# ---- hps_reset_pulse_gen ----
### Routed metal per tile, hps_reset_pulse_gen

The die is cut into 22 by 16 equal tiles; dark purple is low, yellow is high, scaled to the fullest tile. Values are wire area over tile area, all layers added.
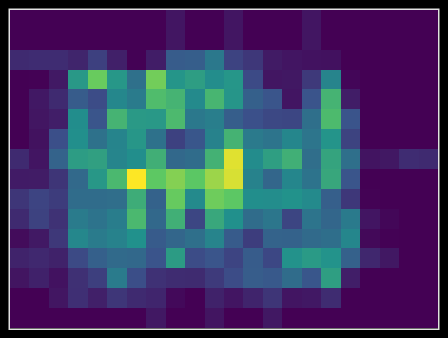

===== src/rtl/hps_reset_pulse_gen.sv =====
// hps_reset_pulse_gen: multi-channel edge-to-pulse generator for HPS reset requests.
// Ports: clk, reset (sync, active-high), signal_in[NUM_CH] async request levels,
//   clr_dropped (1-cycle clear), pulse_out[NUM_CH] active-high pulses,
//   busy (pulse or holdoff running), active_ch (owning channel, 0 when idle),
//   dropped[NUM_CH] sticky flags for discarded edges.
module hps_reset_pulse_gen #(
  parameter int NUM_CH = 3,
  parameter int CNT_W = 8,
  parameter logic [NUM_CH*CNT_W-1:0] PULSE_EXT = {8'd32, 8'd2, 8'd6},
  parameter logic [2*NUM_CH-1:0] EDGE_TYPE = {2'b01, 2'b01, 2'b01},
  parameter logic [NUM_CH-1:0] IGNORE_BUSY = 3'b111,
  parameter bit EXCLUSIVE = 1'b1,
  parameter int HOLDOFF = 4,
  localparam int AW = (NUM_CH > 1) ? $clog2(NUM_CH) : 1
) (
  input  logic              clk,
  input  logic              reset,
  input  logic [NUM_CH-1:0] signal_in,
  input  logic              clr_dropped,
  output logic [NUM_CH-1:0] pulse_out,
  output logic              busy,
  output logic [AW-1:0]     active_ch,
  output logic [NUM_CH-1:0] dropped
);

  localparam int HW = (HOLDOFF > 0) ? $clog2(HOLDOFF + 1) : 1;
  localparam logic [HW-1:0] HOLD_LD = HW'(HOLDOFF);

  typedef enum logic [1:0] {
    IDLE  = 2'd0,
    PULSE = 2'd1,
    HOLD  = 2'd2
  } state_t;

  state_t state, state_nx;

  logic [NUM_CH-1:0] sync1, sync2, prev;
  logic [1:0]        mask_cnt;
  logic              armed;
  logic [NUM_CH-1:0] edge_det;
  logic [CNT_W-1:0]  cnt [NUM_CH];
  logic [AW-1:0]     act, act_nx, win;
  logic [HW-1:0]     hcnt, hcnt_nx;
  logic [NUM_CH-1:0] win_oh, act_oh;
  logic [NUM_CH-1:0] load, kill, drop_set;
  logic [CNT_W-1:0]  cnt_act;
  logic              act_hit, act_rt;

  function automatic logic [CNT_W-1:0] plen(input int i);
    logic [CNT_W-1:0] v;
    v = PULSE_EXT[i*CNT_W +: CNT_W];
    return (v == '0) ? CNT_W'(1) : v;
  endfunction

  // Mask stays active for the first three cycles after reset so a
  // level held high through reset cannot look like a fresh edge.
  assign armed = (mask_cnt == 2'd3);

  always_ff @(posedge clk) begin
    if (reset) begin
      sync1    <= '0;
      sync2    <= '0;
      prev     <= '0;
      mask_cnt <= '0;
    end else begin
      sync1 <= signal_in;
      sync2 <= sync1;
      prev  <= sync2;
      if (!armed) mask_cnt <= mask_cnt + 2'd1;
    end
  end

  always_comb begin
    edge_det = '0;
    for (int i = 0; i < NUM_CH; i++) begin
      case (EDGE_TYPE[2*i +: 2])
        2'b00:   edge_det[i] = prev[i] & ~sync2[i];
        2'b01:   edge_det[i] = ~prev[i] & sync2[i];
        2'b10:   edge_det[i] = prev[i] ^ sync2[i];
        default: edge_det[i] = 1'b0;
      endcase
    end
    if (!armed) edge_det = '0;
  end

  // Lowest set bit wins: isolate it and derive its index.
  always_comb begin
    win_oh  = edge_det & (~edge_det + NUM_CH'(1));
    win     = '0;
    act_oh  = '0;
    cnt_act = '0;
    for (int i = NUM_CH - 1; i >= 0; i--) begin
      if (win_oh[i]) win = AW'(i);
    end
    for (int i = 0; i < NUM_CH; i++) begin
      act_oh[i] = (act == AW'(i));
      if (act_oh[i]) cnt_act = cnt[i];
    end
    act_hit = |(edge_det & act_oh);
    act_rt  = |(~IGNORE_BUSY & act_oh);
  end

  // Next-state / arbitration.
  always_comb begin
    state_nx = state;
    act_nx   = act;
    hcnt_nx  = hcnt;
    load     = '0;
    kill     = '0;
    drop_set = '0;
    if (!EXCLUSIVE) begin
      state_nx = IDLE;
      act_nx   = '0;
      for (int i = 0; i < NUM_CH; i++) begin
        load[i] = edge_det[i] &
                  ((cnt[i] == '0) | ~IGNORE_BUSY[i]);
      end
    end else begin
      unique case (state)
        IDLE: begin
          if (|edge_det) begin
            load     = win_oh;
            drop_set = edge_det & ~win_oh;
            act_nx   = win;
            state_nx = PULSE;
          end
        end
        PULSE: begin
          if ((|edge_det) && (win < act)) begin
            // Preempted owner is cut short, not flagged as dropped.
            load     = win_oh;
            kill     = act_oh;
            drop_set = edge_det & ~win_oh & ~act_oh;
            act_nx   = win;
          end else begin
            drop_set = edge_det & ~act_oh;
            if (act_hit && act_rt) load = act_oh;
            if (!(act_hit && act_rt) && cnt_act == CNT_W'(1)) begin
              act_nx = '0;
              if (HOLDOFF > 0) begin
                state_nx = HOLD;
                hcnt_nx  = HOLD_LD;
              end else begin
                state_nx = IDLE;
              end
            end
          end
        end
        HOLD: begin
          drop_set = edge_det;
          hcnt_nx  = hcnt - HW'(1);
          if (hcnt == HW'(1)) state_nx = IDLE;
        end
        default: begin
          state_nx = IDLE;
          act_nx   = '0;
        end
      endcase
    end
  end

  always_ff @(posedge clk) begin
    if (reset) begin
      state   <= IDLE;
      act     <= '0;
      hcnt    <= '0;
      dropped <= '0;
    end else begin
      state   <= state_nx;
      act     <= act_nx;
      hcnt    <= hcnt_nx;
      dropped <= (dropped & ~{NUM_CH{clr_dropped}}) | drop_set;
    end
  end

  always_ff @(posedge clk) begin
    for (int i = 0; i < NUM_CH; i++) begin
      if (reset) cnt[i] <= '0;
      else if (load[i]) cnt[i] <= plen(i);
      else if (kill[i]) cnt[i] <= '0;
      else if (cnt[i] != '0) cnt[i] <= cnt[i] - CNT_W'(1);
    end
  end

  // Outputs.
  always_comb begin
    pulse_out = '0;
    for (int i = 0; i < NUM_CH; i++) begin
      pulse_out[i] = (cnt[i] != '0);
    end
  end

  assign busy = EXCLUSIVE ? (state != IDLE) : (|pulse_out);
  assign active_ch = EXCLUSIVE ? act : '0;

endmodule


===== config.mk =====
export PLATFORM = sky130hd
export DESIGN_NAME = hps_reset_pulse_gen
export DESIGN_NICKNAME = d
export VERILOG_FILES = /design/src/rtl/hps_reset_pulse_gen.sv
export SDC_FILE = /design/constraint.sdc
export NUM_CORES = 1
export LEC_CHECK = 0
export CELL_PAD_IN_SITES_DETAIL_PLACEMENT = 1
export CELL_PAD_IN_SITES_GLOBAL_PLACEMENT = 2
export CORE_ASPECT_RATIO = 0.7
export CORE_MARGIN = 8
export CORE_UTILIZATION = 40
export CTS_BUF_LIST = sky130_fd_sc_hd__clkbuf_8
export CTS_CLUSTER_SIZE = 30
export DETAILED_ROUTE_END_ITERATION = 12
export GPL_ROUTABILITY_DRIVEN = 1
export PLACE_DENSITY = 0.87
export SETUP_SLACK_MARGIN = 0.05
export SKIP_LAST_GASP = 1
export SYNTH_ARGS = -nofsm -noshare
export SYNTH_HDL_FRONTEND = slang
export SYNTH_SLANG_ARGS = --single-unit

===== constraint.sdc =====
create_clock -name clk -period 2.6 [get_ports clk]
set_input_delay 0.78 -clock clk [delete_from_list [all_inputs] [get_ports clk]]
set_output_delay 0.78 -clock clk [all_outputs]
set_load 0.02 [all_outputs]

# ---- awgn_urng_taus ----
## config.mk

```make
export PLATFORM = sky130hd
export DESIGN_NAME = awgn_urng_taus
export DESIGN_NICKNAME = d
export VERILOG_FILES = /design/src/rtl/awgn_urng_taus.sv
export SDC_FILE = /design/constraint.sdc
export NUM_CORES = 1
export LEC_CHECK = 0
export ABC_AREA = 1
export CORE_MARGIN = 4
export CORE_UTILIZATION = 45
export DETAILED_ROUTE_END_ITERATION = 10
export PLACE_DENSITY_LB_ADDON = 0.1
export SKIP_LAST_GASP = 1
export SLEW_MARGIN = 20
export SYNTH_ARGS = -nofsm -noshare
export SYNTH_HDL_FRONTEND = slang
export SYNTH_SLANG_ARGS = --single-unit
```

## constraint.sdc

```tcl
create_clock -name clk -period 2.5 [get_ports clk]
set_input_delay 0.25 -clock clk [delete_from_list [all_inputs] [get_ports clk]]
set_output_delay 0.25 -clock clk [all_outputs]
set_load 0.005 [all_outputs]
```

## src/rtl/awgn_urng_taus.sv

```systemverilog
// Dual taus88 uniform source: two independent three-component Tausworthe
// generators produce one 64-bit sample per enabled clock for the LZD and sin/cos paths.
module awgn_urng_taus #(
    parameter logic [31:0] SEED_A1 = 32'h1234_5678,
    parameter logic [31:0] SEED_A2 = 32'h9ABC_DEF0,
    parameter logic [31:0] SEED_A3 = 32'h0F1E_2D3C,
    parameter logic [31:0] SEED_B1 = 32'h4B5A_6978,
    parameter logic [31:0] SEED_B2 = 32'h8796_A5B4,
    parameter logic [31:0] SEED_B3 = 32'hC3D2_E1F0
) (
    input  logic         clk,
    input  logic         rst_n,
    input  logic         seed_ld_i,
    input  logic [191:0] seed_in_i,
    input  logic         en_i,
    output logic [47:0]  u0_o,
    output logic [15:0]  u1_o,
    output logic         valid_o
);

    function automatic logic [31:0] taus_s1(input logic [31:0] s);
        return ((s & 32'hFFFF_FFFE) << 12) ^ (((s << 13) ^ s) >> 19);
    endfunction

    function automatic logic [31:0] taus_s2(input logic [31:0] s);
        return ((s & 32'hFFFF_FFF8) << 4) ^ (((s << 2) ^ s) >> 25);
    endfunction

    function automatic logic [31:0] taus_s3(input logic [31:0] s);
        return ((s & 32'hFFFF_FFF0) << 17) ^ (((s << 3) ^ s) >> 11);
    endfunction

    logic [31:0] a1_q, a2_q, a3_q, b1_q, b2_q, b3_q;
    logic [31:0] a1_d, a2_d, a3_d, b1_d, b2_d, b3_d;
    logic [31:0] a1_n, a2_n, a3_n, b1_n, b2_n, b3_n;
    logic [31:0] a_out, b_out;
    logic [47:0] u0_q, u0_d;
    logic [15:0] u1_q, u1_d;
    logic        valid_q, valid_d;

    assign a1_n  = taus_s1(a1_q);
    assign a2_n  = taus_s2(a2_q);
    assign a3_n  = taus_s3(a3_q);
    assign b1_n  = taus_s1(b1_q);
    assign b2_n  = taus_s2(b2_q);
    assign b3_n  = taus_s3(b3_q);
    assign a_out = a1_n ^ a2_n ^ a3_n;
    assign b_out = b1_n ^ b2_n ^ b3_n;

    always_comb begin
        a1_d    = a1_q;
        a2_d    = a2_q;
        a3_d    = a3_q;
        b1_d    = b1_q;
        b2_d    = b2_q;
        b3_d    = b3_q;
        u0_d    = u0_q;
        u1_d    = u1_q;
        valid_d = 1'b0;
        if (seed_ld_i) begin
            // A word stuck below its shift mask would lock its component at zero.
            a1_d = (|seed_in_i[31:1])    ? seed_in_i[31:0]    : SEED_A1;
            a2_d = (|seed_in_i[63:35])   ? seed_in_i[63:32]   : SEED_A2;
            a3_d = (|seed_in_i[95:68])   ? seed_in_i[95:64]   : SEED_A3;
            b1_d = (|seed_in_i[127:97])  ? seed_in_i[127:96]  : SEED_B1;
            b2_d = (|seed_in_i[159:131]) ? seed_in_i[159:128] : SEED_B2;
            b3_d = (|seed_in_i[191:164]) ? seed_in_i[191:160] : SEED_B3;
        end else if (en_i) begin
            a1_d    = a1_n;
            a2_d    = a2_n;
            a3_d    = a3_n;
            b1_d    = b1_n;
            b2_d    = b2_n;
            b3_d    = b3_n;
            u0_d    = {a_out, b_out[31:16]};
            u1_d    = b_out[15:0];
            valid_d = 1'b1;
        end
    end

    always_ff @(posedge clk or negedge rst_n) begin
        if (!rst_n) begin
            a1_q    <= SEED_A1;
            a2_q    <= SEED_A2;
            a3_q    <= SEED_A3;
            b1_q    <= SEED_B1;
            b2_q    <= SEED_B2;
            b3_q    <= SEED_B3;
            u0_q    <= '0;
            u1_q    <= '0;
            valid_q <= 1'b0;
        end else begin
            a1_q    <= a1_d;
            a2_q    <= a2_d;
            a3_q    <= a3_d;
            b1_q    <= b1_d;
            b2_q    <= b2_d;
            b3_q    <= b3_d;
            u0_q    <= u0_d;
            u1_q    <= u1_d;
            valid_q <= valid_d;
        end
    end

    assign u0_o    = u0_q;
    assign u1_o    = u1_q;
    assign valid_o = valid_q;

endmodule
```

# ---- control_fsm ----
--- src/rtl/control_fsm.sv ---
// Multi-cycle control FSM for a small ARMv8-subset datapath.
// The FSM fetches an instruction and decodes it. It then sequences execute, memory and
// write-back, and emits one-cycle strobes for the IR, PC and register file.
//
// Ports:
//   iClk       - clock; all state updates on the rising edge
//   iRst_n     - synchronous active-low reset
//   iOpcode    - instruction bits [31:21]; valid from DECODE until the FSM returns to FETCH
//   iMemReady  - memory handshake; a request completes in any cycle this is high
//   iZero      - ALU zero flag, used in BRANCH
//   oALUOp     - 00 add, 01 pass/compare, 10 use funct field
//   oALUSrc    - 1 selects the immediate as ALU operand B
//   oReg2Loc   - 1 selects the Rt field for register read port 2
//   oRegWrite  - register file write strobe
//   oMemRead   - memory read request
//   oMemWrite  - memory write request
//   oMemtoReg  - 1 selects memory data for write-back
//   oIRWrite   - instruction register load strobe
//   oPCWrite   - PC <= PC + 4 strobe
//   oPCBranch  - PC <= branch target strobe
//   oIllegal   - one-cycle pulse on an unrecognised opcode
//   oState     - current state code, for debug
module control_fsm (
  input  logic        iClk,
  input  logic        iRst_n,
  input  logic [10:0] iOpcode,
  input  logic        iMemReady,
  input  logic        iZero,
  output logic [1:0]  oALUOp,
  output logic        oALUSrc,
  output logic        oReg2Loc,
  output logic        oRegWrite,
  output logic        oMemRead,
  output logic        oMemWrite,
  output logic        oMemtoReg,
  output logic        oIRWrite,
  output logic        oPCWrite,
  output logic        oPCBranch,
  output logic        oIllegal,
  output logic [3:0]  oState
);

  typedef enum logic [3:0] {
    StFetch   = 4'd0,
    StDecode  = 4'd1,
    StExecR   = 4'd2,
    StAddr    = 4'd3,
    StMemRd   = 4'd4,
    StMemWr   = 4'd5,
    StWbR     = 4'd6,
    StWbMem   = 4'd7,
    StBranch  = 4'd8,
    StIllegal = 4'd9
  } state_e;

  localparam logic [10:0] OpAdd  = 11'b10001011000;
  localparam logic [10:0] OpSub  = 11'b11001011000;
  localparam logic [10:0] OpAnd  = 11'b10001010000;
  localparam logic [10:0] OpOrr  = 11'b10101010000;
  localparam logic [10:0] OpLdur = 11'b11111000010;
  localparam logic [10:0] OpStur = 11'b11111000000;

  state_e state_q, state_d;

  logic is_rtype, is_ldur, is_stur, is_cbz, is_b;

  assign is_rtype = (iOpcode == OpAdd) || (iOpcode == OpSub) ||
                    (iOpcode == OpAnd) || (iOpcode == OpOrr);
  assign is_ldur  = (iOpcode == OpLdur);
  assign is_stur  = (iOpcode == OpStur);
  assign is_cbz   = (iOpcode[10:3] == 8'b10110100);
  assign is_b     = (iOpcode[10:5] == 6'b000101);

  always_ff @(posedge iClk) begin
    if (!iRst_n) begin
      state_q <= StFetch;
    end else begin
      state_q <= state_d;
    end
  end

  always_comb begin
    state_d   = StFetch;
    oALUOp    = 2'b00;
    oALUSrc   = 1'b0;
    oReg2Loc  = 1'b0;
    oRegWrite = 1'b0;
    oMemRead  = 1'b0;
    oMemWrite = 1'b0;
    oMemtoReg = 1'b0;
    oIRWrite  = 1'b0;
    oPCWrite  = 1'b0;
    oPCBranch = 1'b0;
    oIllegal  = 1'b0;

    case (state_q)
      StFetch: begin
        oMemRead = 1'b1;
        if (iMemReady) begin
          oIRWrite = 1'b1;
          oPCWrite = 1'b1;
          state_d  = StDecode;
        end else begin
          state_d  = StFetch;
        end
      end
      StDecode: begin
        if (is_rtype) begin
          state_d = StExecR;
        end else if (is_ldur || is_stur) begin
          state_d = StAddr;
        end else if (is_cbz) begin
          state_d = StBranch;
        end else if (is_b) begin
          // Unconditional branch completes here; target is already computed.
          oPCBranch = 1'b1;
          state_d   = StFetch;
        end else begin
          state_d = StIllegal;
        end
      end
      StExecR: begin
        oALUOp  = 2'b10;
        state_d = StWbR;
      end
      StWbR: begin
        oALUOp    = 2'b10;
        oRegWrite = 1'b1;
        state_d   = StFetch;
      end
      StAddr: begin
        oALUSrc  = 1'b1;
        oReg2Loc = 1'b1;
        if (is_ldur) begin
          state_d = StMemRd;
        end else if (is_stur) begin
          state_d = StMemWr;
        end else begin
          state_d = StFetch;
        end
      end
      StMemRd: begin
        oALUSrc  = 1'b1;
        oMemRead = 1'b1;
        state_d  = iMemReady ? StWbMem : StMemRd;
      end
      StMemWr: begin
        oALUSrc   = 1'b1;
        oReg2Loc  = 1'b1;
        oMemWrite = 1'b1;
        state_d   = iMemReady ? StFetch : StMemWr;
      end
      StWbMem: begin
        oMemtoReg = 1'b1;
        oRegWrite = 1'b1;
        state_d   = StFetch;
      end
      StBranch: begin
        oALUOp    = 2'b01;
        oReg2Loc  = 1'b1;
        oPCBranch = iZero;
        state_d   = StFetch;
      end
      StIllegal: begin
        oIllegal = 1'b1;
        state_d  = StFetch;
      end
      // Unused codes recover to FETCH with all outputs low.
      default: state_d = StFetch;
    endcase
  end

  assign oState = state_q;

endmodule

--- config.mk ---
export PLATFORM = sky130hd
export DESIGN_NAME = control_fsm
export DESIGN_NICKNAME = d
export VERILOG_FILES = /design/src/rtl/control_fsm.sv
export SDC_FILE = /design/constraint.sdc
export NUM_CORES = 1
export LEC_CHECK = 0
export ABC_AREA = 1
export CAP_MARGIN = 20
export CORE_MARGIN = 4
export CORE_UTILIZATION = 35
export DETAILED_ROUTE_END_ITERATION = 16
export DONT_BUFFER_PORTS = 1
export GPL_TIMING_DRIVEN = 0
export PLACE_DENSITY = 0.52
export SLEW_MARGIN = 25
export SYNTH_ARGS = -nofsm -noshare
export SYNTH_HDL_FRONTEND = slang
export SYNTH_SLANG_ARGS = --single-unit
--- constraint.sdc ---
create_clock -name iClk -period 2.8 [get_ports iClk]
set_input_delay 0.84 -clock iClk [delete_from_list [all_inputs] [get_ports iClk]]
set_output_delay 0.84 -clock iClk [all_outputs]
set_load 0.01 [all_outputs]
### Clock nets, control_fsm

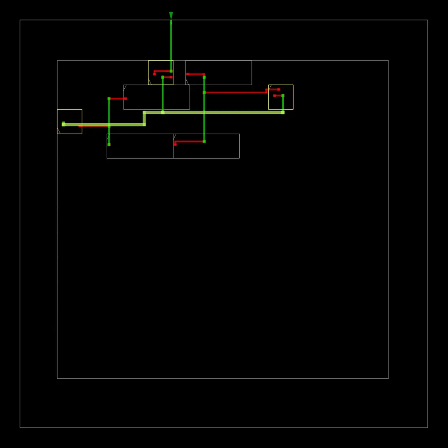
Clock group: 0.0000719 W
clock sinks: 4

==> impl_metrics.yaml, control_fsm <==
# physical design summary
final_layout:
  fin_nets: 112
  largest_reg_flops: 4
  layout.cells.non_filler: 110
  most-common-layout-cells: "22 x nor2_1, 18 x nand2_1, 13 x inv_1, 10 x nand3_1, 5 x nor3_1"
  area_growth_syn_to_layout_pct: 8.48
clock_tree:
  clkSlewWorstSetupHoldPaths_ns: 0.04
  cts_buffers: 3
  cts_tree: "built"
synth:
  ys_warn_count: 0
  ys_ff: 4
  yosys.area_share.aoi_pct: 9.77
  netlist_top_cells_count: "22 x nor2_1, 18 x nand2_1, 13 x inv_1"
  top_cell: "nor2_1"
  synthMuxAreaShare_pct: 0
  edf_count: 0
  top_area_share_pct: 17.0
  ys_area_um2: 487
  ys_seq_share_pct: 16.5
pwr:
  p_switching_w: 0.0000622
  p_comb_w: 0.0000518
  powerDensity_nw_per_um2: 357
  vdd_drop_max_uv: 214
  comb_power_share_pct: 27.5
routing:
  vias: 549
  wl_per_cell_um: 11.0
  drt_iter0_drc: 13
placed_design:
  place_ws_ns: 0.424
  place_hpwl_um: 1070
  gp_congestion: 0.856
  port_buffers: 0
worst_setup_path:
  start_kind: "flip-flop"
  crit_end: "oPCWrite"
  critPathMaxStageDelay_ns: 0.41
  worstPathRequired_ns: 1.96
  timing.critical_path.from: "oState[0]$_SDFF_PN0_"
final_timing:
  rsz0062_at_grt: "false"
  fin_skew_ns: 0.00532
  final.setup.worst_slack_ns: 0.397
  whs_ns: 0.723
  worst_pin_slew_ns: 0.474
  drv_slew: 0
floorplanning:
  row_count: 13
outcome:
  outcome: "finished clean"
global_routing:
  antenna_found_initial: 0
  overflow: 0
control_fsm: metal layers:
layer	global-route usage (%)	up-vias	share of wire, %	wire, um
met3	7.17	0	10	123
met4	1.75	0	0	0
li1	-	299	-	-
met1	14.8	230	44	530
met2	19.5	20	46	552
met5	0	-	0	0
control_fsm: worst min path at each step:
stage	endpoint	slack, ns	cells past startpoint	start
after floorplan	oState[0]$_SDFF_PN0_	0.76	5	oState[3]$_SDFF_PN0_
after global placement	oState[3]$_SDFF_PN0_	0.85	5	oState[0]$_SDFF_PN0_
after detailed placement	oState[1]$_SDFF_PN0_	0.84	5	oState[0]$_SDFF_PN0_
after CTS	oState[2]$_SDFF_PN0_	0.72	1	iRst_n
after global routing	oState[2]$_SDFF_PN0_	0.72	1	iRst_n
final	oState[2]$_SDFF_PN0_	0.72	1	iRst_n
control_fsm: cell type report:
cell class / instances / area, um2
tap: 15 / 18.8
buffer: 2 / 12.5
multi-input combinational: 70 / 334
sequential: 4 / 80.1
inverter: 16 / 60.1
fill: 160 / 773
clock buffer: 3 / 22.5
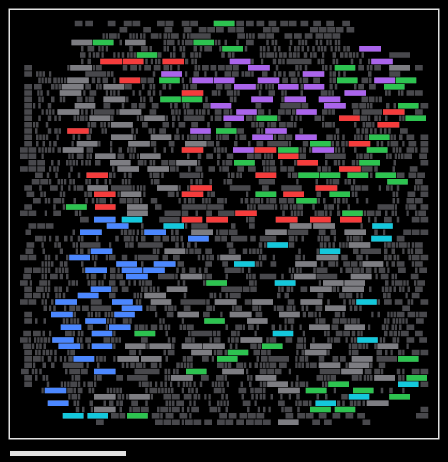
*Where the registers sit, awgn_urng_taus*
Bar = 50 um. Other sequential cells in the stronger grey, the rest of the logic in the fainter grey.
- purple: a3_q (sequential cells 28)
- blue: b1_q (sequential cells 31)
- red: a2_q (sequential cells 29)
- green: u0_o (sequential cells 48)
- cyan: u1_o (sequential cells 16)
- not coloured: 89
Seq group: 0.00534 W
Seq. cell area: 6150 um2
utilization after layout: 58.1%
sequential cell area share: 34.6%

==> impl_metrics.yaml, awgn_urng_taus <==
# physical design summary
final_timing:
  hold_viol: 0
  fmax_ghz: 0.578
  worst_pin_slew_ns: 0.661
final_layout:
  diodes: 0
  clk_share_pct: 5.42
  nNonClkInverters: 263
  n_all_buffers: 271
  layout-drive-gt1-share_pct: 8.29
  clockBufferCount: 39
  comb-cell-share_pct: 35.9
  buffer_area_share_pct: 15.8
  logic_area_um2: 6370
floorplanning:
  ios: 261
  die-area_um2: 33800
  nWellTaps: 396
  die_h_um: 184
pwr:
  internal-power_w: 0.00904
  pg_clk_w: 0.00434
  swShare_pct: 31.1
  pwr-share-seq_pct: 40.7
  p_switching_w: 0.00408
worst_setup_path:
  reg2reg_slack_ns: 0.84
  crit_buf_inv: 1
  start_kind: "flip-flop"
  critPathArrivalTime_ns: 1.48
  critPathSlowestCell: "clkdlybuf4s50_1"
  crit_cells: 1
  cp-end-kind: "output pin"
  worstPathRequired_ns: 2.25
  critical_path.max_fanout: 2
  timing.rr.start: "a2_q[26]$_DFFE_PN0P_"
routing:
  vias_per_cell: 5.16
  vias: 12878
  drc_errors: 0
synth:
  ys_area_um2: 13900
  edf_count: 0
  largest_area_cell: "dfrtp_1"
  top_area_share_pct: 26.6
  ys_seq_share_pct: 44.1
  ys_ff: 241
  netlist_area_um2: 13900
  synth.distinct_cells: 30
  async_reset_ff_share_pct: 100
placed_design:
  place_hpwl_um: 34000
clock_tree:
  cts_root_buf: "clkbuf_16"
  htreeDepth: 1
  cts_sinks: 241
  clock_path_buffers: 3
  clkSlewWorstSetupHoldPaths_ns: 0.06
global_routing:
  antenna_found_initial: 0
run:
  cap_violations: 0
outcome:
  outcome: "finished clean"
awgn_urng_taus: Yosys cell counts, types with 2 or more instances:
cell and count:
xor2_1 87, inv_2 3, o22ai_1 13, dfstp_2 93
buf_4 3, and2_1 3, nand2_1 671, o21ai_0 108
or2_2 5, nor2_1 108, o211ai_1 61, o21ai_1 14
nand4_1 2, clkbuf_1 48, xnor2_1 59, nand3b_1 4
o221ai_1 30, nor3_1 2, dfrtp_1 148, buf_2 37
a22oi_1 29, a22o_1 6, inv_1 260, a21oi_1 10
nand3_1 61, buf_1 7
awgn_urng_taus: kinds of logic (layout without fill, tap and decap cells):
kind of cell | Yosys count | in the layout | share of synthesized area [%]
buffers and inverters | 359 | 583 | 10.1
xor gates and xnor gates | 146 | 146 | 9.18
AOI/OAI and AO/OA | 271 | 271 | 12.4
and+or+nand+nor | 859 | 859 | 24.1
DFF | 241 | 241 | 44.1
awgn_urng_taus: metal layers:
layer | vias up | share of wire (%) | track usage (%)
met3 | 61 | 9.2 | 5.38
met5 | - | 0 | 0
met4 | 0 | 2.2 | 5.35
met2 | 525 | 40 | 36.4
met1 | 6022 | 49 | 42.0
li1 | 6270 | - | -
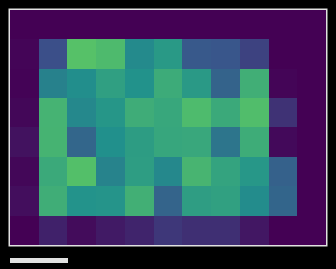
*Placement density heat map, hps_reset_pulse_gen*
Bar = 20 um. The die is cut into 11 by 8 equal tiles; dark purple is low, yellow is high, 0 to 100% covered.
- densest ninth of the die: centre
- mean over tiles: 31%
- nearly empty tiles: 30%
- fullest tile: 72%
- emptiest ninth of the die: north-east
utilization after layout: 48.8%
FP Util: 41.9%
Core Box Area: 5780 um2

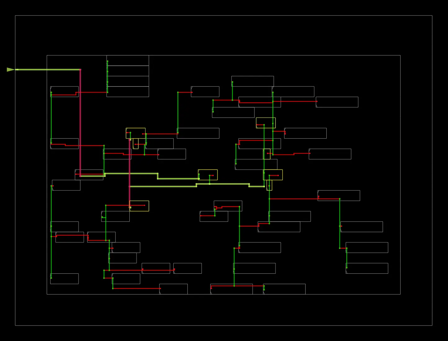
*Clock nets, hps_reset_pulse_gen*
worst skew pair latency: 0.30 ns
clk_buf instances: 5
registers: 45
Clock Skew: 0.00958 ns
clock sinks: 45

About 'Routed metal per tile' of hps_reset_pulse_gen:
- mean over tiles: 0.097
- densest ninth of the die: centre
- emptiest ninth of the die: north-east
Wirelength per Cell: 16.1 um
All-Layer GR Usage: 13.7%
vias after detailed routing: 1836

==> impl_metrics.yaml, hps_reset_pulse_gen <==
# physical design summary
floorplanning:
  die_h_um: 81.1
  ios: 15
  die-area_um2: 8850
  row_count: 23
run:
  cap_violations: 0
final_layout:
  most-common-layout-cells: "39 x nor2_1, 24 x edfxtp_1, 21 x dfxtp_1, 19 x buf_4, 16 x inv_1"
  top_register: "cnt"
  diodes: 0
  fin_area_um2: 2820
  nNonClkInverters: 14
synth:
  top_cell: "nor2_1"
  ys.flop_type: "edfxtp_1"
  top_area_share_pct: 29.7
  ys_warn_count: 0
  ys_ff: 45
  edf_count: 24
  synthCells: 243
  ys_area_um2: 2420
  yosysCellCount: 243
clock_tree:
  clkSlewWorstSetupHoldPaths_ns: 0.08
  holdBufCountCts: 0
  cts_root_buf: "clkbuf_8"
min_path:
  hp-class: "reg -> reg"
pwr:
  p_clk_share_pct: 15.1
  p_total_w: 0.00272
final_timing:
  whs_ns: 0.445
  period_used_pct: 94.4
global_routing:
  antenna_found_initial: 0
  met3_usage_pct: 2.77
  grt_first_pass_wirelength_um: 9480
  grt_util_met1_pct: 19.3
routing:
  highest_layer: "met4"
worst_setup_path:
  path_cells: "or4_4 -> nor3_2 -> nand2_1 -> clkbuf_2"
  start_kind: "flip-flop"
  critPathMaxStageDelay_ns: 0.58
  crit_family: "simple AND/OR/NAND/NOR gates"
placed_design:
  post-place-cells: 340
  place_ws_ns: 0.0167
  port_buffers: 14
outcome:
  outcome: "finished clean"
-- hps_reset_pulse_gen: logic make-up (layout without fill, tap and decap cells) --
| group | Yosys count | after routing | share of synthesized area, % |
|---|---|---|---|
| and+or+nand+nor | 107 | 107 | 23.9 |
| adders and majority gates | 9 | 9 | 4.64 |
| AOI/OAI and AO/OA | 38 | 38 | 11.7 |
| buffers and inverters | 23 | 55 | 5.06 |
| xor gates and xnor gates | 19 | 19 | 6.86 |
| muxes | 2 | 2 | 0.826 |
| DFF | 45 | 45 | 47.1 |
-- hps_reset_pulse_gen: path summary, 6_finish.rpt --
| kind | startpoint | endpoint | slack (ns) | cells after the start |
|---|---|---|---|---|
| worst max-delay path | cnt[0][2]$_DFFE_PP_ | pulse_out[0] | 0.14 | 4 |
| worst min register to register | sync1[1]$_SDFF_PP0_ | sync2[1]$_SDFF_PP0_ | 0.44 | 1 |
| worst min-delay path | sync1[1]$_SDFF_PP0_ | sync2[1]$_SDFF_PP0_ | 0.44 | 1 |
| worst max register to register | mask_cnt[0]$_SDFFE_PP0P_ | cnt[2][2]$_SDFFCE_PN0P_ | 0.30 | 5 |

# ---- sar_search_ctrl ----
===== src/rtl/sar_pkg.sv =====
// Shared types for the successive-approximation search controller:
// FSM states, one-hot comparator verdict encoding and a one-hot helper.
package sar_pkg;

    typedef enum logic [1:0] {
        IDLE,
        PROBE,
        DONE
    } state_t;

    // Verdict bus layout is {gt, eq, lt}
    localparam logic [2:0] VERDICT_LT = 3'b001;
    localparam logic [2:0] VERDICT_EQ = 3'b010;
    localparam logic [2:0] VERDICT_GT = 3'b100;

    function automatic logic is_onehot3(input logic [2:0] v);
        return (v == VERDICT_LT) || (v == VERDICT_EQ) || (v == VERDICT_GT);
    endfunction

endpackage


===== src/rtl/sar_search_ctrl.sv =====
// MSB-first binary search against an external equal/less/greater comparator.
// All outputs come straight from flops; the comparator may answer combinationally.
module sar_search_ctrl
    import sar_pkg::*;
#(
    parameter int unsigned WIDTH = 8
) (
    input  logic             clk,
    input  logic             rst_n,
    input  logic             start,
    input  logic             abort,
    output logic [WIDTH-1:0] trial,
    input  logic             cmp_valid,
    input  logic             cmp_lt,
    input  logic             cmp_eq,
    input  logic             cmp_gt,
    output logic             busy,
    output logic             done,
    output logic [WIDTH-1:0] result,
    output logic             found,
    output logic             err
);

    localparam int unsigned IDX_W = $clog2(WIDTH);

    state_t           state, state_n;
    logic [IDX_W-1:0] idx, idx_n;
    logic [WIDTH-1:0] trial_n, result_n, mask, decided;
    logic             busy_n, done_n, found_n, err_n;
    logic [2:0]       verdict;

    assign verdict = {cmp_gt, cmp_eq, cmp_lt};
    assign mask    = WIDTH'(1) << idx;

    always_ff @(posedge clk or negedge rst_n) begin
        if (!rst_n) begin
            state  <= IDLE;
            idx    <= '0;
            trial  <= '0;
            result <= '0;
            busy   <= 1'b0;
            done   <= 1'b0;
            found  <= 1'b0;
            err    <= 1'b0;
        end else begin
            state  <= state_n;
            idx    <= idx_n;
            trial  <= trial_n;
            result <= result_n;
            busy   <= busy_n;
            done   <= done_n;
            found  <= found_n;
            err    <= err_n;
        end
    end

    always_comb begin
        state_n  = state;
        idx_n    = idx;
        trial_n  = trial;
        result_n = result;
        busy_n   = busy;
        done_n   = 1'b0;
        found_n  = found;
        err_n    = err;
        decided  = trial;

        if (abort) begin
            state_n = IDLE;
            busy_n  = 1'b0;
        end else begin
            case (state)
                IDLE: begin
                    if (start) begin
                        trial_n  = {1'b1, {(WIDTH-1){1'b0}}};
                        idx_n    = IDX_W'(WIDTH - 1);
                        result_n = '0;
                        found_n  = 1'b0;
                        err_n    = 1'b0;
                        busy_n   = 1'b1;
                        state_n  = PROBE;
                    end
                end
                PROBE: begin
                    if (cmp_valid) begin
                        if (!is_onehot3(verdict)) begin
                            result_n = trial;
                            err_n    = 1'b1;
                            busy_n   = 1'b0;
                            done_n   = 1'b1;
                            state_n  = DONE;
                        end else if (verdict == VERDICT_EQ) begin
                            result_n = trial;
                            found_n  = 1'b1;
                            busy_n   = 1'b0;
                            done_n   = 1'b1;
                            state_n  = DONE;
                        end else begin
                            case (verdict)
                                VERDICT_GT: decided = trial & ~mask;
                                VERDICT_LT: decided = trial;
                                default:    decided = trial;
                            endcase
                            // Last bit decided: the trial itself is the answer
                            if (idx == '0) begin
                                trial_n  = decided;
                                result_n = decided;
                                busy_n   = 1'b0;
                                done_n   = 1'b1;
                                state_n  = DONE;
                            end else begin
                                trial_n = decided | (mask >> 1);
                                idx_n   = idx - 1'b1;
                            end
                        end
                    end
                end
                DONE: begin
                    state_n = IDLE;
                end
                default: begin
                    state_n = IDLE;
                    busy_n  = 1'b0;
                end
            endcase
        end
    end

endmodule

===== config.mk =====
export PLATFORM = sky130hd
export DESIGN_NAME = sar_search_ctrl
export DESIGN_NICKNAME = d
export VERILOG_FILES = /design/src/rtl/sar_pkg.sv /design/src/rtl/sar_search_ctrl.sv
export SDC_FILE = /design/constraint.sdc
export NUM_CORES = 1
export LEC_CHECK = 0
export ABC_AREA = 0
export CAP_MARGIN = 20
export CORE_UTILIZATION = 45
export CTS_CLUSTER_DIAMETER = 50
export DETAILED_ROUTE_END_ITERATION = 6
export MAX_ROUTING_LAYER = met4
export PLACE_DENSITY_LB_ADDON = 0.2
export RECOVER_POWER = 25
export SLEW_MARGIN = 20
export SYNTH_ARGS = -nofsm -noshare
export SYNTH_HDL_FRONTEND = slang
export SYNTH_SLANG_ARGS = --single-unit

===== constraint.sdc =====
create_clock -name clk -period 3.6 [get_ports clk]
set_input_delay 0.72 -clock clk [delete_from_list [all_inputs] [get_ports clk]]
set_output_delay 0.72 -clock clk [all_outputs]
set_load 0.005 [all_outputs]

# ---- muldiv_sequencer_flat ----
===== config.mk =====
export PLATFORM = sky130hd
export DESIGN_NAME = muldiv_sequencer_flat
export DESIGN_NICKNAME = d
export VERILOG_FILES = /design/src/rtl/alu_pkg.sv /design/src/rtl/muldiv_sequencer_if.sv /design/src/rtl/muldiv_step.sv /design/src/rtl/muldiv_sequencer.sv /design/src/flat_wrapper.sv
export SDC_FILE = /design/constraint.sdc
export NUM_CORES = 1
export LEC_CHECK = 0
export ABC_AREA = 1
export CAP_MARGIN = 25
export CORE_MARGIN = 3
export CORE_UTILIZATION = 39
export CTS_BUF_LIST = sky130_fd_sc_hd__clkbuf_8
export DETAILED_ROUTE_END_ITERATION = 12
export PLACE_DENSITY = 0.63
export SLEW_MARGIN = 20
export SYNTH_ARGS = -nofsm -noshare
export SYNTH_HDL_FRONTEND = slang
export SYNTH_SLANG_ARGS = --single-unit
export TNS_END_PERCENT = 100

===== constraint.sdc =====
create_clock -name clk -period 3.23 [get_ports clk]
set_input_delay 0.323 -clock clk [delete_from_list [all_inputs] [get_ports clk]]
set_output_delay 0.323 -clock clk [all_outputs]
set_load 0.05 [all_outputs]

===== src/rtl/alu_pkg.sv =====
// Shared ALU/M-extension definitions: op codes, sequencer state encoding
// and decode helpers used by the ALU, the decoder and the mul/div sequencer.
package alu_pkg;

    localparam int XLEN         = 32;
    localparam int MULDIV_ITERS = 32;
    localparam logic [5:0] MULDIV_LAST = 6'(MULDIV_ITERS - 1);

    localparam logic [4:0] ALU_MUL    = 5'b01011;
    localparam logic [4:0] ALU_MULH   = 5'b01100;
    localparam logic [4:0] ALU_MULHSU = 5'b01101;
    localparam logic [4:0] ALU_MULHU  = 5'b01110;
    localparam logic [4:0] ALU_DIV    = 5'b01111;
    localparam logic [4:0] ALU_DIVU   = 5'b10000;
    localparam logic [4:0] ALU_REM    = 5'b10001;
    localparam logic [4:0] ALU_REMU   = 5'b10010;

    typedef enum logic [2:0] {
        ST_IDLE = 3'd0,
        ST_PREP = 3'd1,
        ST_CALC = 3'd2,
        ST_FIX  = 3'd3,
        ST_DONE = 3'd4
    } muldiv_state_e;

    function automatic logic is_m_op(input logic [4:0] code);
        return (code >= ALU_MUL) && (code <= ALU_REMU);
    endfunction

    function automatic logic is_div_op(input logic [4:0] code);
        return (code >= ALU_DIV) && (code <= ALU_REMU);
    endfunction

endpackage


===== src/rtl/muldiv_sequencer_if.sv =====
// Request/response bundle between the execute stage and the mul/div sequencer.
interface muldiv_sequencer_if;
    import alu_pkg::*;

    logic            start;
    logic [4:0]      AluControl;
    logic [XLEN-1:0] a;
    logic [XLEN-1:0] b;
    logic            kill;
    logic            busy;
    logic            done;
    logic [XLEN-1:0] result;
    logic            div_by_zero;

    modport master (
        output start, AluControl, a, b, kill,
        input  busy, done, result, div_by_zero
    );

    modport slave (
        input  start, AluControl, a, b, kill,
        output busy, done, result, div_by_zero
    );

endinterface


===== src/rtl/muldiv_step.sv =====
// One iteration of the iterative datapath: shift-add multiply (div_mode=0)
// or restoring divide (div_mode=1) on a {high, low} 64-bit accumulator.
module muldiv_step
    import alu_pkg::*;
(
    input  logic        div_mode,
    input  logic [63:0] acc_i,
    input  logic [31:0] opnd_i,
    output logic [63:0] acc_o
);

    logic [32:0] sum_s;
    logic [32:0] rem_sh_s;
    logic        rem_ge_s;
    logic [31:0] rem_sub_s;

    // Multiply keeps the multiplier in the low half and shifts the product in
    // from the top; divide shifts the dividend out of the low half into the
    // 33-bit partial remainder and shifts quotient bits in at bit 0.
    always_comb begin
        sum_s     = {1'b0, acc_i[63:32]} + {1'b0, opnd_i};
        rem_sh_s  = acc_i[63:31];
        rem_ge_s  = (rem_sh_s >= {1'b0, opnd_i});
        rem_sub_s = rem_sh_s[31:0] - opnd_i;
        acc_o     = acc_i;
        if (div_mode) begin
            if (rem_ge_s) begin
                acc_o = {rem_sub_s, acc_i[30:0], 1'b1};
            end else begin
                acc_o = {rem_sh_s[31:0], acc_i[30:0], 1'b0};
            end
        end else begin
            if (acc_i[0]) begin
                acc_o = {sum_s, acc_i[31:1]};
            end else begin
                acc_o = {1'b0, acc_i[63:32], acc_i[31:1]};
            end
        end
    end

endmodule


===== src/rtl/muldiv_sequencer.sv =====
// Fixed-latency RV32M multiply/divide sequencer: captures an M op, runs 32
// shift-add or restoring-divide iterations, then applies sign/special fixes.
module muldiv_sequencer
    import alu_pkg::*;
(
    input  logic              clk,
    input  logic              rst_n,
    muldiv_sequencer_if.slave bus
);

    muldiv_state_e state_q, state_d;
    logic [4:0]    op_q, op_d;
    logic [31:0]   a_q, a_d;
    logic [31:0]   b_q, b_d;
    logic [31:0]   opnd_q, opnd_d;
    logic [63:0]   acc_q, acc_d;
    logic [5:0]    cnt_q, cnt_d;
    logic          neg_q, neg_d;
    logic          rem_neg_q, rem_neg_d;
    logic          busy_q;
    logic          done_q, done_d;
    logic [31:0]   result_q, result_d;
    logic          dbz_q, dbz_d;

    logic          div_mode_s;
    logic [63:0]   step_acc_s;
    logic          a_neg_s;
    logic          b_neg_s;
    logic [31:0]   mag_a_s;
    logic [31:0]   mag_b_s;
    logic [63:0]   prod_s;
    logic [31:0]   quot_s;
    logic [31:0]   rem_s;
    logic          b_zero_s;
    logic          ovf_s;
    logic [31:0]   fix_result_s;

    assign div_mode_s = is_div_op(op_q);

    muldiv_step u_step (
        .div_mode (div_mode_s),
        .acc_i    (acc_q),
        .opnd_i   (opnd_q),
        .acc_o    (step_acc_s)
    );

    // Operand magnitudes for PREP; signedness of each operand depends on the op.
    always_comb begin
        a_neg_s = a_q[31] && ((op_q == ALU_MULH) || (op_q == ALU_MULHSU) ||
                              (op_q == ALU_DIV)  || (op_q == ALU_REM));
        b_neg_s = b_q[31] && ((op_q == ALU_MULH) || (op_q == ALU_DIV) ||
                              (op_q == ALU_REM));
        mag_a_s = a_neg_s ? (32'h0000_0000 - a_q) : a_q;
        mag_b_s = b_neg_s ? (32'h0000_0000 - b_q) : b_q;
    end

    // FIX stage: sign correction, divide special cases and word selection.
    always_comb begin
        prod_s       = neg_q ? (64'h0 - acc_q) : acc_q;
        quot_s       = neg_q ? (32'h0000_0000 - acc_q[31:0]) : acc_q[31:0];
        rem_s        = rem_neg_q ? (32'h0000_0000 - acc_q[63:32]) : acc_q[63:32];
        b_zero_s     = (b_q == 32'h0000_0000);
        ovf_s        = ((op_q == ALU_DIV) || (op_q == ALU_REM)) &&
                       (a_q == 32'h8000_0000) && (b_q == 32'hFFFF_FFFF);
        fix_result_s = 32'h0000_0000;
        case (op_q)
            ALU_MUL:                        fix_result_s = prod_s[31:0];
            ALU_MULH, ALU_MULHSU, ALU_MULHU: fix_result_s = prod_s[63:32];
            ALU_DIV, ALU_DIVU:              fix_result_s = b_zero_s ? 32'hFFFF_FFFF :
                                                           ovf_s    ? 32'h8000_0000 : quot_s;
            ALU_REM, ALU_REMU:              fix_result_s = b_zero_s ? a_q :
                                                           ovf_s    ? 32'h0000_0000 : rem_s;
            default:                        fix_result_s = 32'h0000_0000;
        endcase
    end

    // Next-state and datapath update; kill overrides everything and leaves
    // the visible result untouched.
    always_comb begin
        state_d   = state_q;
        op_d      = op_q;
        a_d       = a_q;
        b_d       = b_q;
        opnd_d    = opnd_q;
        acc_d     = acc_q;
        cnt_d     = cnt_q;
        neg_d     = neg_q;
        rem_neg_d = rem_neg_q;
        done_d    = 1'b0;
        result_d  = result_q;
        dbz_d     = dbz_q;
        if (bus.kill) begin
            state_d = ST_IDLE;
        end else begin
            case (state_q)
                ST_IDLE: begin
                    if (bus.start && is_m_op(bus.AluControl)) begin
                        state_d = ST_PREP;
                        op_d    = bus.AluControl;
                        a_d     = bus.a;
                        b_d     = bus.b;
                    end else begin
                        state_d = ST_IDLE;
                    end
                end
                ST_PREP: begin
                    state_d   = ST_CALC;
                    // Low half carries the multiplier or dividend; high half starts at zero.
                    acc_d     = div_mode_s ? {32'h0000_0000, mag_a_s} : {32'h0000_0000, mag_b_s};
                    opnd_d    = div_mode_s ? mag_b_s : mag_a_s;
                    cnt_d     = 6'd0;
                    neg_d     = a_neg_s ^ b_neg_s;
                    rem_neg_d = a_neg_s;
                end
                ST_CALC: begin
                    acc_d   = step_acc_s;
                    cnt_d   = cnt_q + 6'd1;
                    state_d = (cnt_q == MULDIV_LAST) ? ST_FIX : ST_CALC;
                end
                ST_FIX: begin
                    state_d  = ST_DONE;
                    done_d   = 1'b1;
                    result_d = fix_result_s;
                    dbz_d    = div_mode_s && b_zero_s;
                end
                ST_DONE: begin
                    state_d = ST_IDLE;
                end
                default: begin
                    state_d = ST_IDLE;
                end
            endcase
        end
    end

    // State, datapath and output registers.
    always_ff @(posedge clk or negedge rst_n) begin
        if (!rst_n) begin
            state_q   <= ST_IDLE;
            op_q      <= 5'd0;
            a_q       <= 32'h0000_0000;
            b_q       <= 32'h0000_0000;
            opnd_q    <= 32'h0000_0000;
            acc_q     <= 64'h0;
            cnt_q     <= 6'd0;
            neg_q     <= 1'b0;
            rem_neg_q <= 1'b0;
            busy_q    <= 1'b0;
            done_q    <= 1'b0;
            result_q  <= 32'h0000_0000;
            dbz_q     <= 1'b0;
        end else begin
            state_q   <= state_d;
            op_q      <= op_d;
            a_q       <= a_d;
            b_q       <= b_d;
            opnd_q    <= opnd_d;
            acc_q     <= acc_d;
            cnt_q     <= cnt_d;
            neg_q     <= neg_d;
            rem_neg_q <= rem_neg_d;
            busy_q    <= (state_d != ST_IDLE);
            done_q    <= done_d;
            result_q  <= result_d;
            dbz_q     <= dbz_d;
        end
    end

    assign bus.busy        = busy_q;
    assign bus.done        = done_q;
    assign bus.result      = result_q;
    assign bus.div_by_zero = dbz_q;

endmodule


===== src/flat_wrapper.sv =====
// flat-port wrapper written by rule: the top's interface ports become plain ports
module muldiv_sequencer_flat import alu_pkg::*;
  (clk, rst_n, bus_start, bus_AluControl, bus_a, bus_b, bus_kill, bus_busy, bus_done, bus_result, bus_div_by_zero);
  muldiv_sequencer_if bus_i ();
  input  logic clk;
  input  logic rst_n;
  input wire logic [$bits(bus_i.start)-1:0] bus_start;
  input wire logic [$bits(bus_i.AluControl)-1:0] bus_AluControl;
  input wire logic [$bits(bus_i.a)-1:0] bus_a;
  input wire logic [$bits(bus_i.b)-1:0] bus_b;
  input wire logic [$bits(bus_i.kill)-1:0] bus_kill;
  output wire logic [$bits(bus_i.busy)-1:0] bus_busy;
  output wire logic [$bits(bus_i.done)-1:0] bus_done;
  output wire logic [$bits(bus_i.result)-1:0] bus_result;
  output wire logic [$bits(bus_i.div_by_zero)-1:0] bus_div_by_zero;
  assign bus_i.start = bus_start;
  assign bus_i.AluControl = bus_AluControl;
  assign bus_i.a = bus_a;
  assign bus_i.b = bus_b;
  assign bus_i.kill = bus_kill;
  assign bus_busy = bus_i.busy;
  assign bus_done = bus_i.done;
  assign bus_result = bus_i.result;
  assign bus_div_by_zero = bus_i.div_by_zero;
  muldiv_sequencer u_core (.clk(clk), .rst_n(rst_n), .bus(bus_i));
endmodule

### Where the registers sit, muldiv_sequencer_flat

Bar = 50 um. Other sequential cells in the stronger grey, the rest of the logic in the fainter grey.
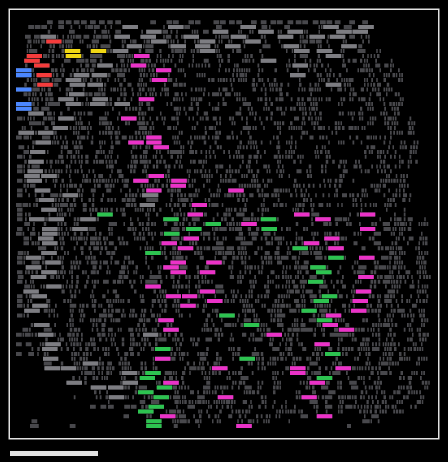
- blue: u_core.op_q (sequential cells 5; where north-west)
- yellow: u_core.state_q (sequential cells 3)
- green: u_core.opnd_q (sequential cells 32)
- red: u_core.cnt_q (sequential cells 6; where north-west)
- magenta: u_core.acc_q (sequential cells 64)
- not coloured: 101
Seq group: 0.00512 W
utilization after layout: 45.6%

==> impl_metrics.yaml, muldiv_sequencer_flat <==
# physical design summary
outcome:
  outcome: "finished clean"
worst_setup_path:
  crit_cells: 14
  timing.critical_path.from: "u_core.acc_q[38]$_DFFE_PN0P_"
  r2r_end: "u_core.acc_q[43]$_DFFE_PN0P_"
  timing.rr.start: "u_core.acc_q[38]$_DFFE_PN0P_"
  cp-end-kind: "flip-flop"
  crit_top_cell: "nand2_1"
  reg2reg_slack_ns: 0.27
routing:
  drc_errors: 0
  drt_wl_total_um: 105000
  first_pass_iters: 7
  wl_met1_um: 45400
synth:
  netlist_area_um2: 21800
  top_cell: "nand2_1"
  netlist_top_cells_count: "1397 x nand2_1, 442 x nor2_1, 427 x inv_1"
  ys_ff: 211
  synth.logic.top_family: "simple AND/OR/NAND/NOR gates"
  async_reset_ff_share_pct: 100
  ys_seq_share_pct: 24.3
  synthCells: 3824
  synth.distinct_cells: 46
clock_tree:
  clkSlewWorstSetupHoldPaths_ns: 0.06
  cts_buffers: 42
global_routing:
  grt_first_pass_wirelength_um: 154000
  grt_util_met1_pct: 48.3
  grt_pass1_vias: 23850
final_layout:
  layout-drive-gt1-share_pct: 6.05
  fin_nets: 4077
  fin_area_um2: 24900
  area_growth_syn_to_layout_pct: 14.4
final_timing:
  tns_ns: 0
  fmax_ghz: 0.338
  drv_slew: 0
pwr:
  swShare_pct: 59.7
  p_switching_w: 0.0159
  p_comb_w: 0.0185
floorplanning:
  fp_util_pct: 39.9
  row_count: 85
## muldiv_sequencer_flat: layout make-up
type / count / area [um2]
repair buffers: 215 / 1990
clock inverters: 21 / 138
well taps: 739 / 925
inverters: 442 / 1660
fillers: 6102 / 29700
diodes: 3 / 7.51
multi-input cells: 3020 / 14100
clock buffers: 55 / 757
flip-flops and latches: 211 / 5280
## muldiv_sequencer_flat: worst min-delay path: stages
cell and delay [ns]:
clkdlybuf4s50_1 0.39, nand2_1 0.06, nand2_1 0.05
## muldiv_sequencer_flat: cells in the final DEF (no fill, tap or decap), types with 70 or more instances in the layout
cell,netlist,routed
a21oi_1,145,145
buf_4,11,99
clkdlybuf4s50_1,0,106
dfrtp_1,211,210
ha_1,70,70
inv_1,427,433
nand2_1,1397,1397
nand3_1,386,386
nor2_1,442,439
o21ai_0,214,214
xor2_1,81,81
## muldiv_sequencer_flat: metrics by stage
stage               cells  util [%]  total power (W)  hold WS (ns)
detailed placement   4626      44.0           0.0229         0.384
global route         4704      45.6           0.0285         0.228
floorplan            3824         -           0.0163        0.0274
finish               4706      45.6           0.0266         0.225
CTS                  4703      45.6           0.0260         0.198
global placement     4626      44.0           0.0230         0.376
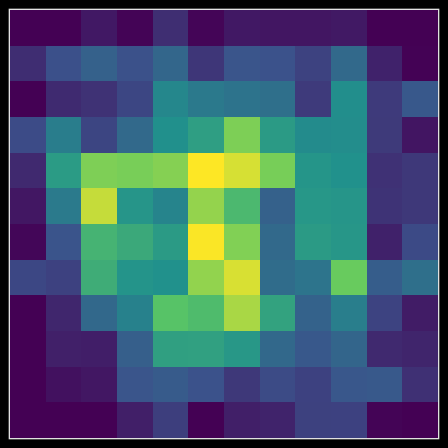
*Routed metal per tile, sar_search_ctrl*
The die is cut into 12 by 12 equal tiles; dark purple is low, yellow is high, scaled to the fullest tile. Values are wire area over tile area, all layers added.
- mean over tiles: 0.14
- emptiest ninth of the die: south-west
- fullest tile: 0.43
- tiles over half the peak: 25%
All-Layer GR Usage: 20.8%
Wirelength per Cell: 14.7 um
vias after detailed routing: 1158

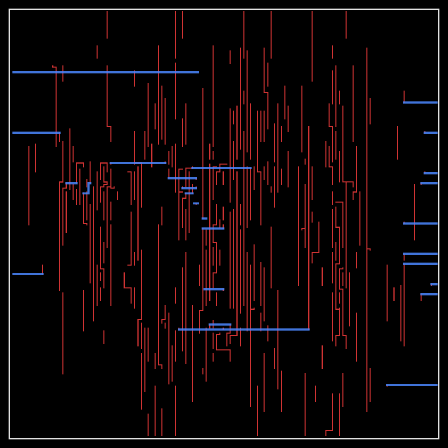
*Signal wires by layer, sar_search_ctrl*
Only two layers are drawn.
- blue: M3 (wire length 118 um)
- red: M2 (wire length 1430 um)
Routed WL: 2970 um

==> impl_metrics.yaml, sar_search_ctrl <==
# physical design summary
outcome:
  outcome: "finished clean"
synth:
  async_reset_ff_share_pct: 100
  ys_warn_count: 0
  synthCells: 148
  synth-simple-area-share_pct: 18.6
  largest_area_cell: "dfrtp_1"
  ys_area_um2: 1400
  fa_ha_area_share_pct: 4.48
  yosys.area_share.aoi_pct: 21.3
  ys_ff: 25
placed_design:
  post-place-cells: 198
  place_hpwl_um: 2220
  place_ws_ns: 1.01
  port_buffers: 27
final_layout:
  fin_util_pct: 58.4
  buffer_area_share_pct: 15.9
  n_all_buffers: 27
  logic_gate_count: 99
  lay_top_count: "clkdlybuf4s50_1"
  comb-cell-share_pct: 39.1
  diodes: 0
  layout.cells.non_filler: 202
  reg.largest.list: "result: 8 flops, trial: 8 flops, idx: 3 flops"
  logic_area_um2: 651
  sh_seq_area_pct: 37.6
worst_setup_path:
  start_kind: "primary input"
  path_class: "in -> reg"
  timing.critical_path.from: "cmp_eq"
  timing.rr.start: "idx[0]$_DFFE_PN0P_"
final_timing:
  worst_pin_slew_ns: 1.28
  fin_skew_ns: 0.00761
  setup_violations: 0
  final.setup.worst_slack_ns: 1.35
  period_used_pct: 62.5
  fmax_ghz: 0.444
routing:
  highest_layer: "met4"
  first_pass_iters: 4
clock_tree:
  cts_buffers: 3
  clock_latency_ns: 0.32
  holdBufCountCts: 0
  htreeDepth: 1
  cts_root_buf: "clkbuf_4"
pwr:
  internal-power_w: 0.000387
  vdd_drop_max_uv: 145
  p_total_w: 0.000542
  pwr-share-seq_pct: 56.6
global_routing:
  use_met2_pct: 34.1
  grt_util_met1_pct: 26.4
  grt_max_degree: 26
  grt_pass1_vias: 1176
floorplanning:
  ios: 28
  core_um2: 2850
  die_h_um: 57.7
run:
  cap_violations: 0
==> sar_search_ctrl: worst max-delay path, cell delays in order <==
cell and delay (ns):
clkdlybuf4s50_1 0.66, nor3b_1 0.15, a311oi_4 0.67, nand4_1 0.18
o21ai_1 0.11
==> sar_search_ctrl: path summary, 6_finish.rpt <==
check,end,slack [ns],cells after the start
setup / recovery,result[1]$_DFFE_PN0P_,1.35,5
hold / removal,found$_DFFE_PN0P_,0.51,1
setup reg to reg,result[1]$_DFFE_PN0P_,1.53,6
hold reg to reg,found$_DFFE_PN0P_,0.51,1
max in group asynchronous,idx[1]$_DFFE_PN0P_,2.20,1
min in group asynchronous,found$_DFFE_PN0P_,0.64,1
==> sar_search_ctrl: cells by family after synthesis <==
family	Yosys count
simple gates	43
compound gates	48
fa+ha+maj	5
xor+xnor	2
flops	25
mux	1
buf+inv	24
==> sar_search_ctrl: Yosys cell counts (3+ instances only) <==
master	count
nand4_1	3
o21ai_0	16
inv_1	16
o22ai_1	3
buf_4	3
nand2_1	7
ha_1	5
o21ai_1	3
a21oi_1	13
a31oi_1	3
nand3_1	7
nor2_1	7
dfrtp_1	25
nand3b_1	3
nand2b_1	4


==> screenshots <==
Routed metal per tile.
Plate I
The die is cut into 9 by 9 equal tiles; dark purple is low, yellow is high, scaled to the fullest tile. Values are wire area over tile area, all layers added.
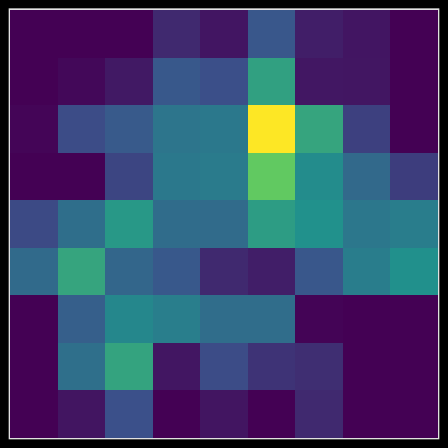
Plate II
The die is cut into 24 by 24 equal tiles; dark purple is low, yellow is high, scaled to the fullest tile. Values are wire area over tile area, all layers added.
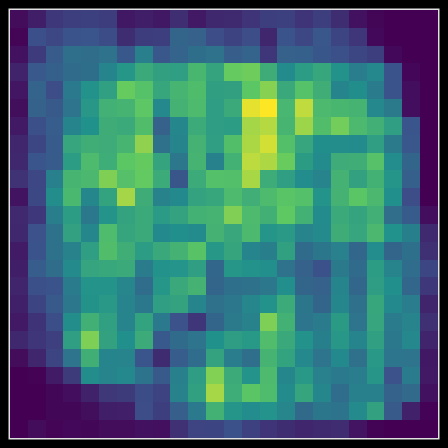
Plate III
The die is cut into 37 by 37 equal tiles; dark purple is low, yellow is high, scaled to the fullest tile. Values are wire area over tile area, all layers added.
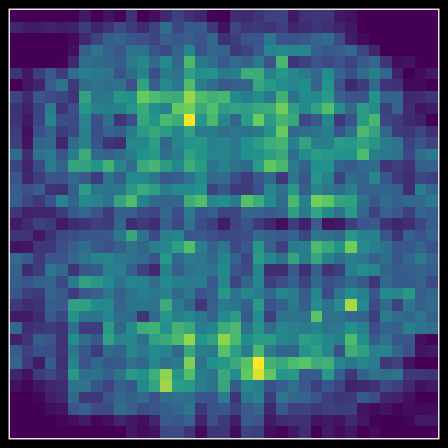
control_fsm is Plate I.
muldiv_sequencer_flat is Plate II.
awgn_urng_taus is Plate III.

Key to Plate II:
- nearly empty tiles: 6.2%
- fullest tile: 0.75
- mean over tiles: 0.30
- emptiest ninth of the die: south-west
- densest ninth of the die: centre

Power is estimated from default activity; no workload was simulated.
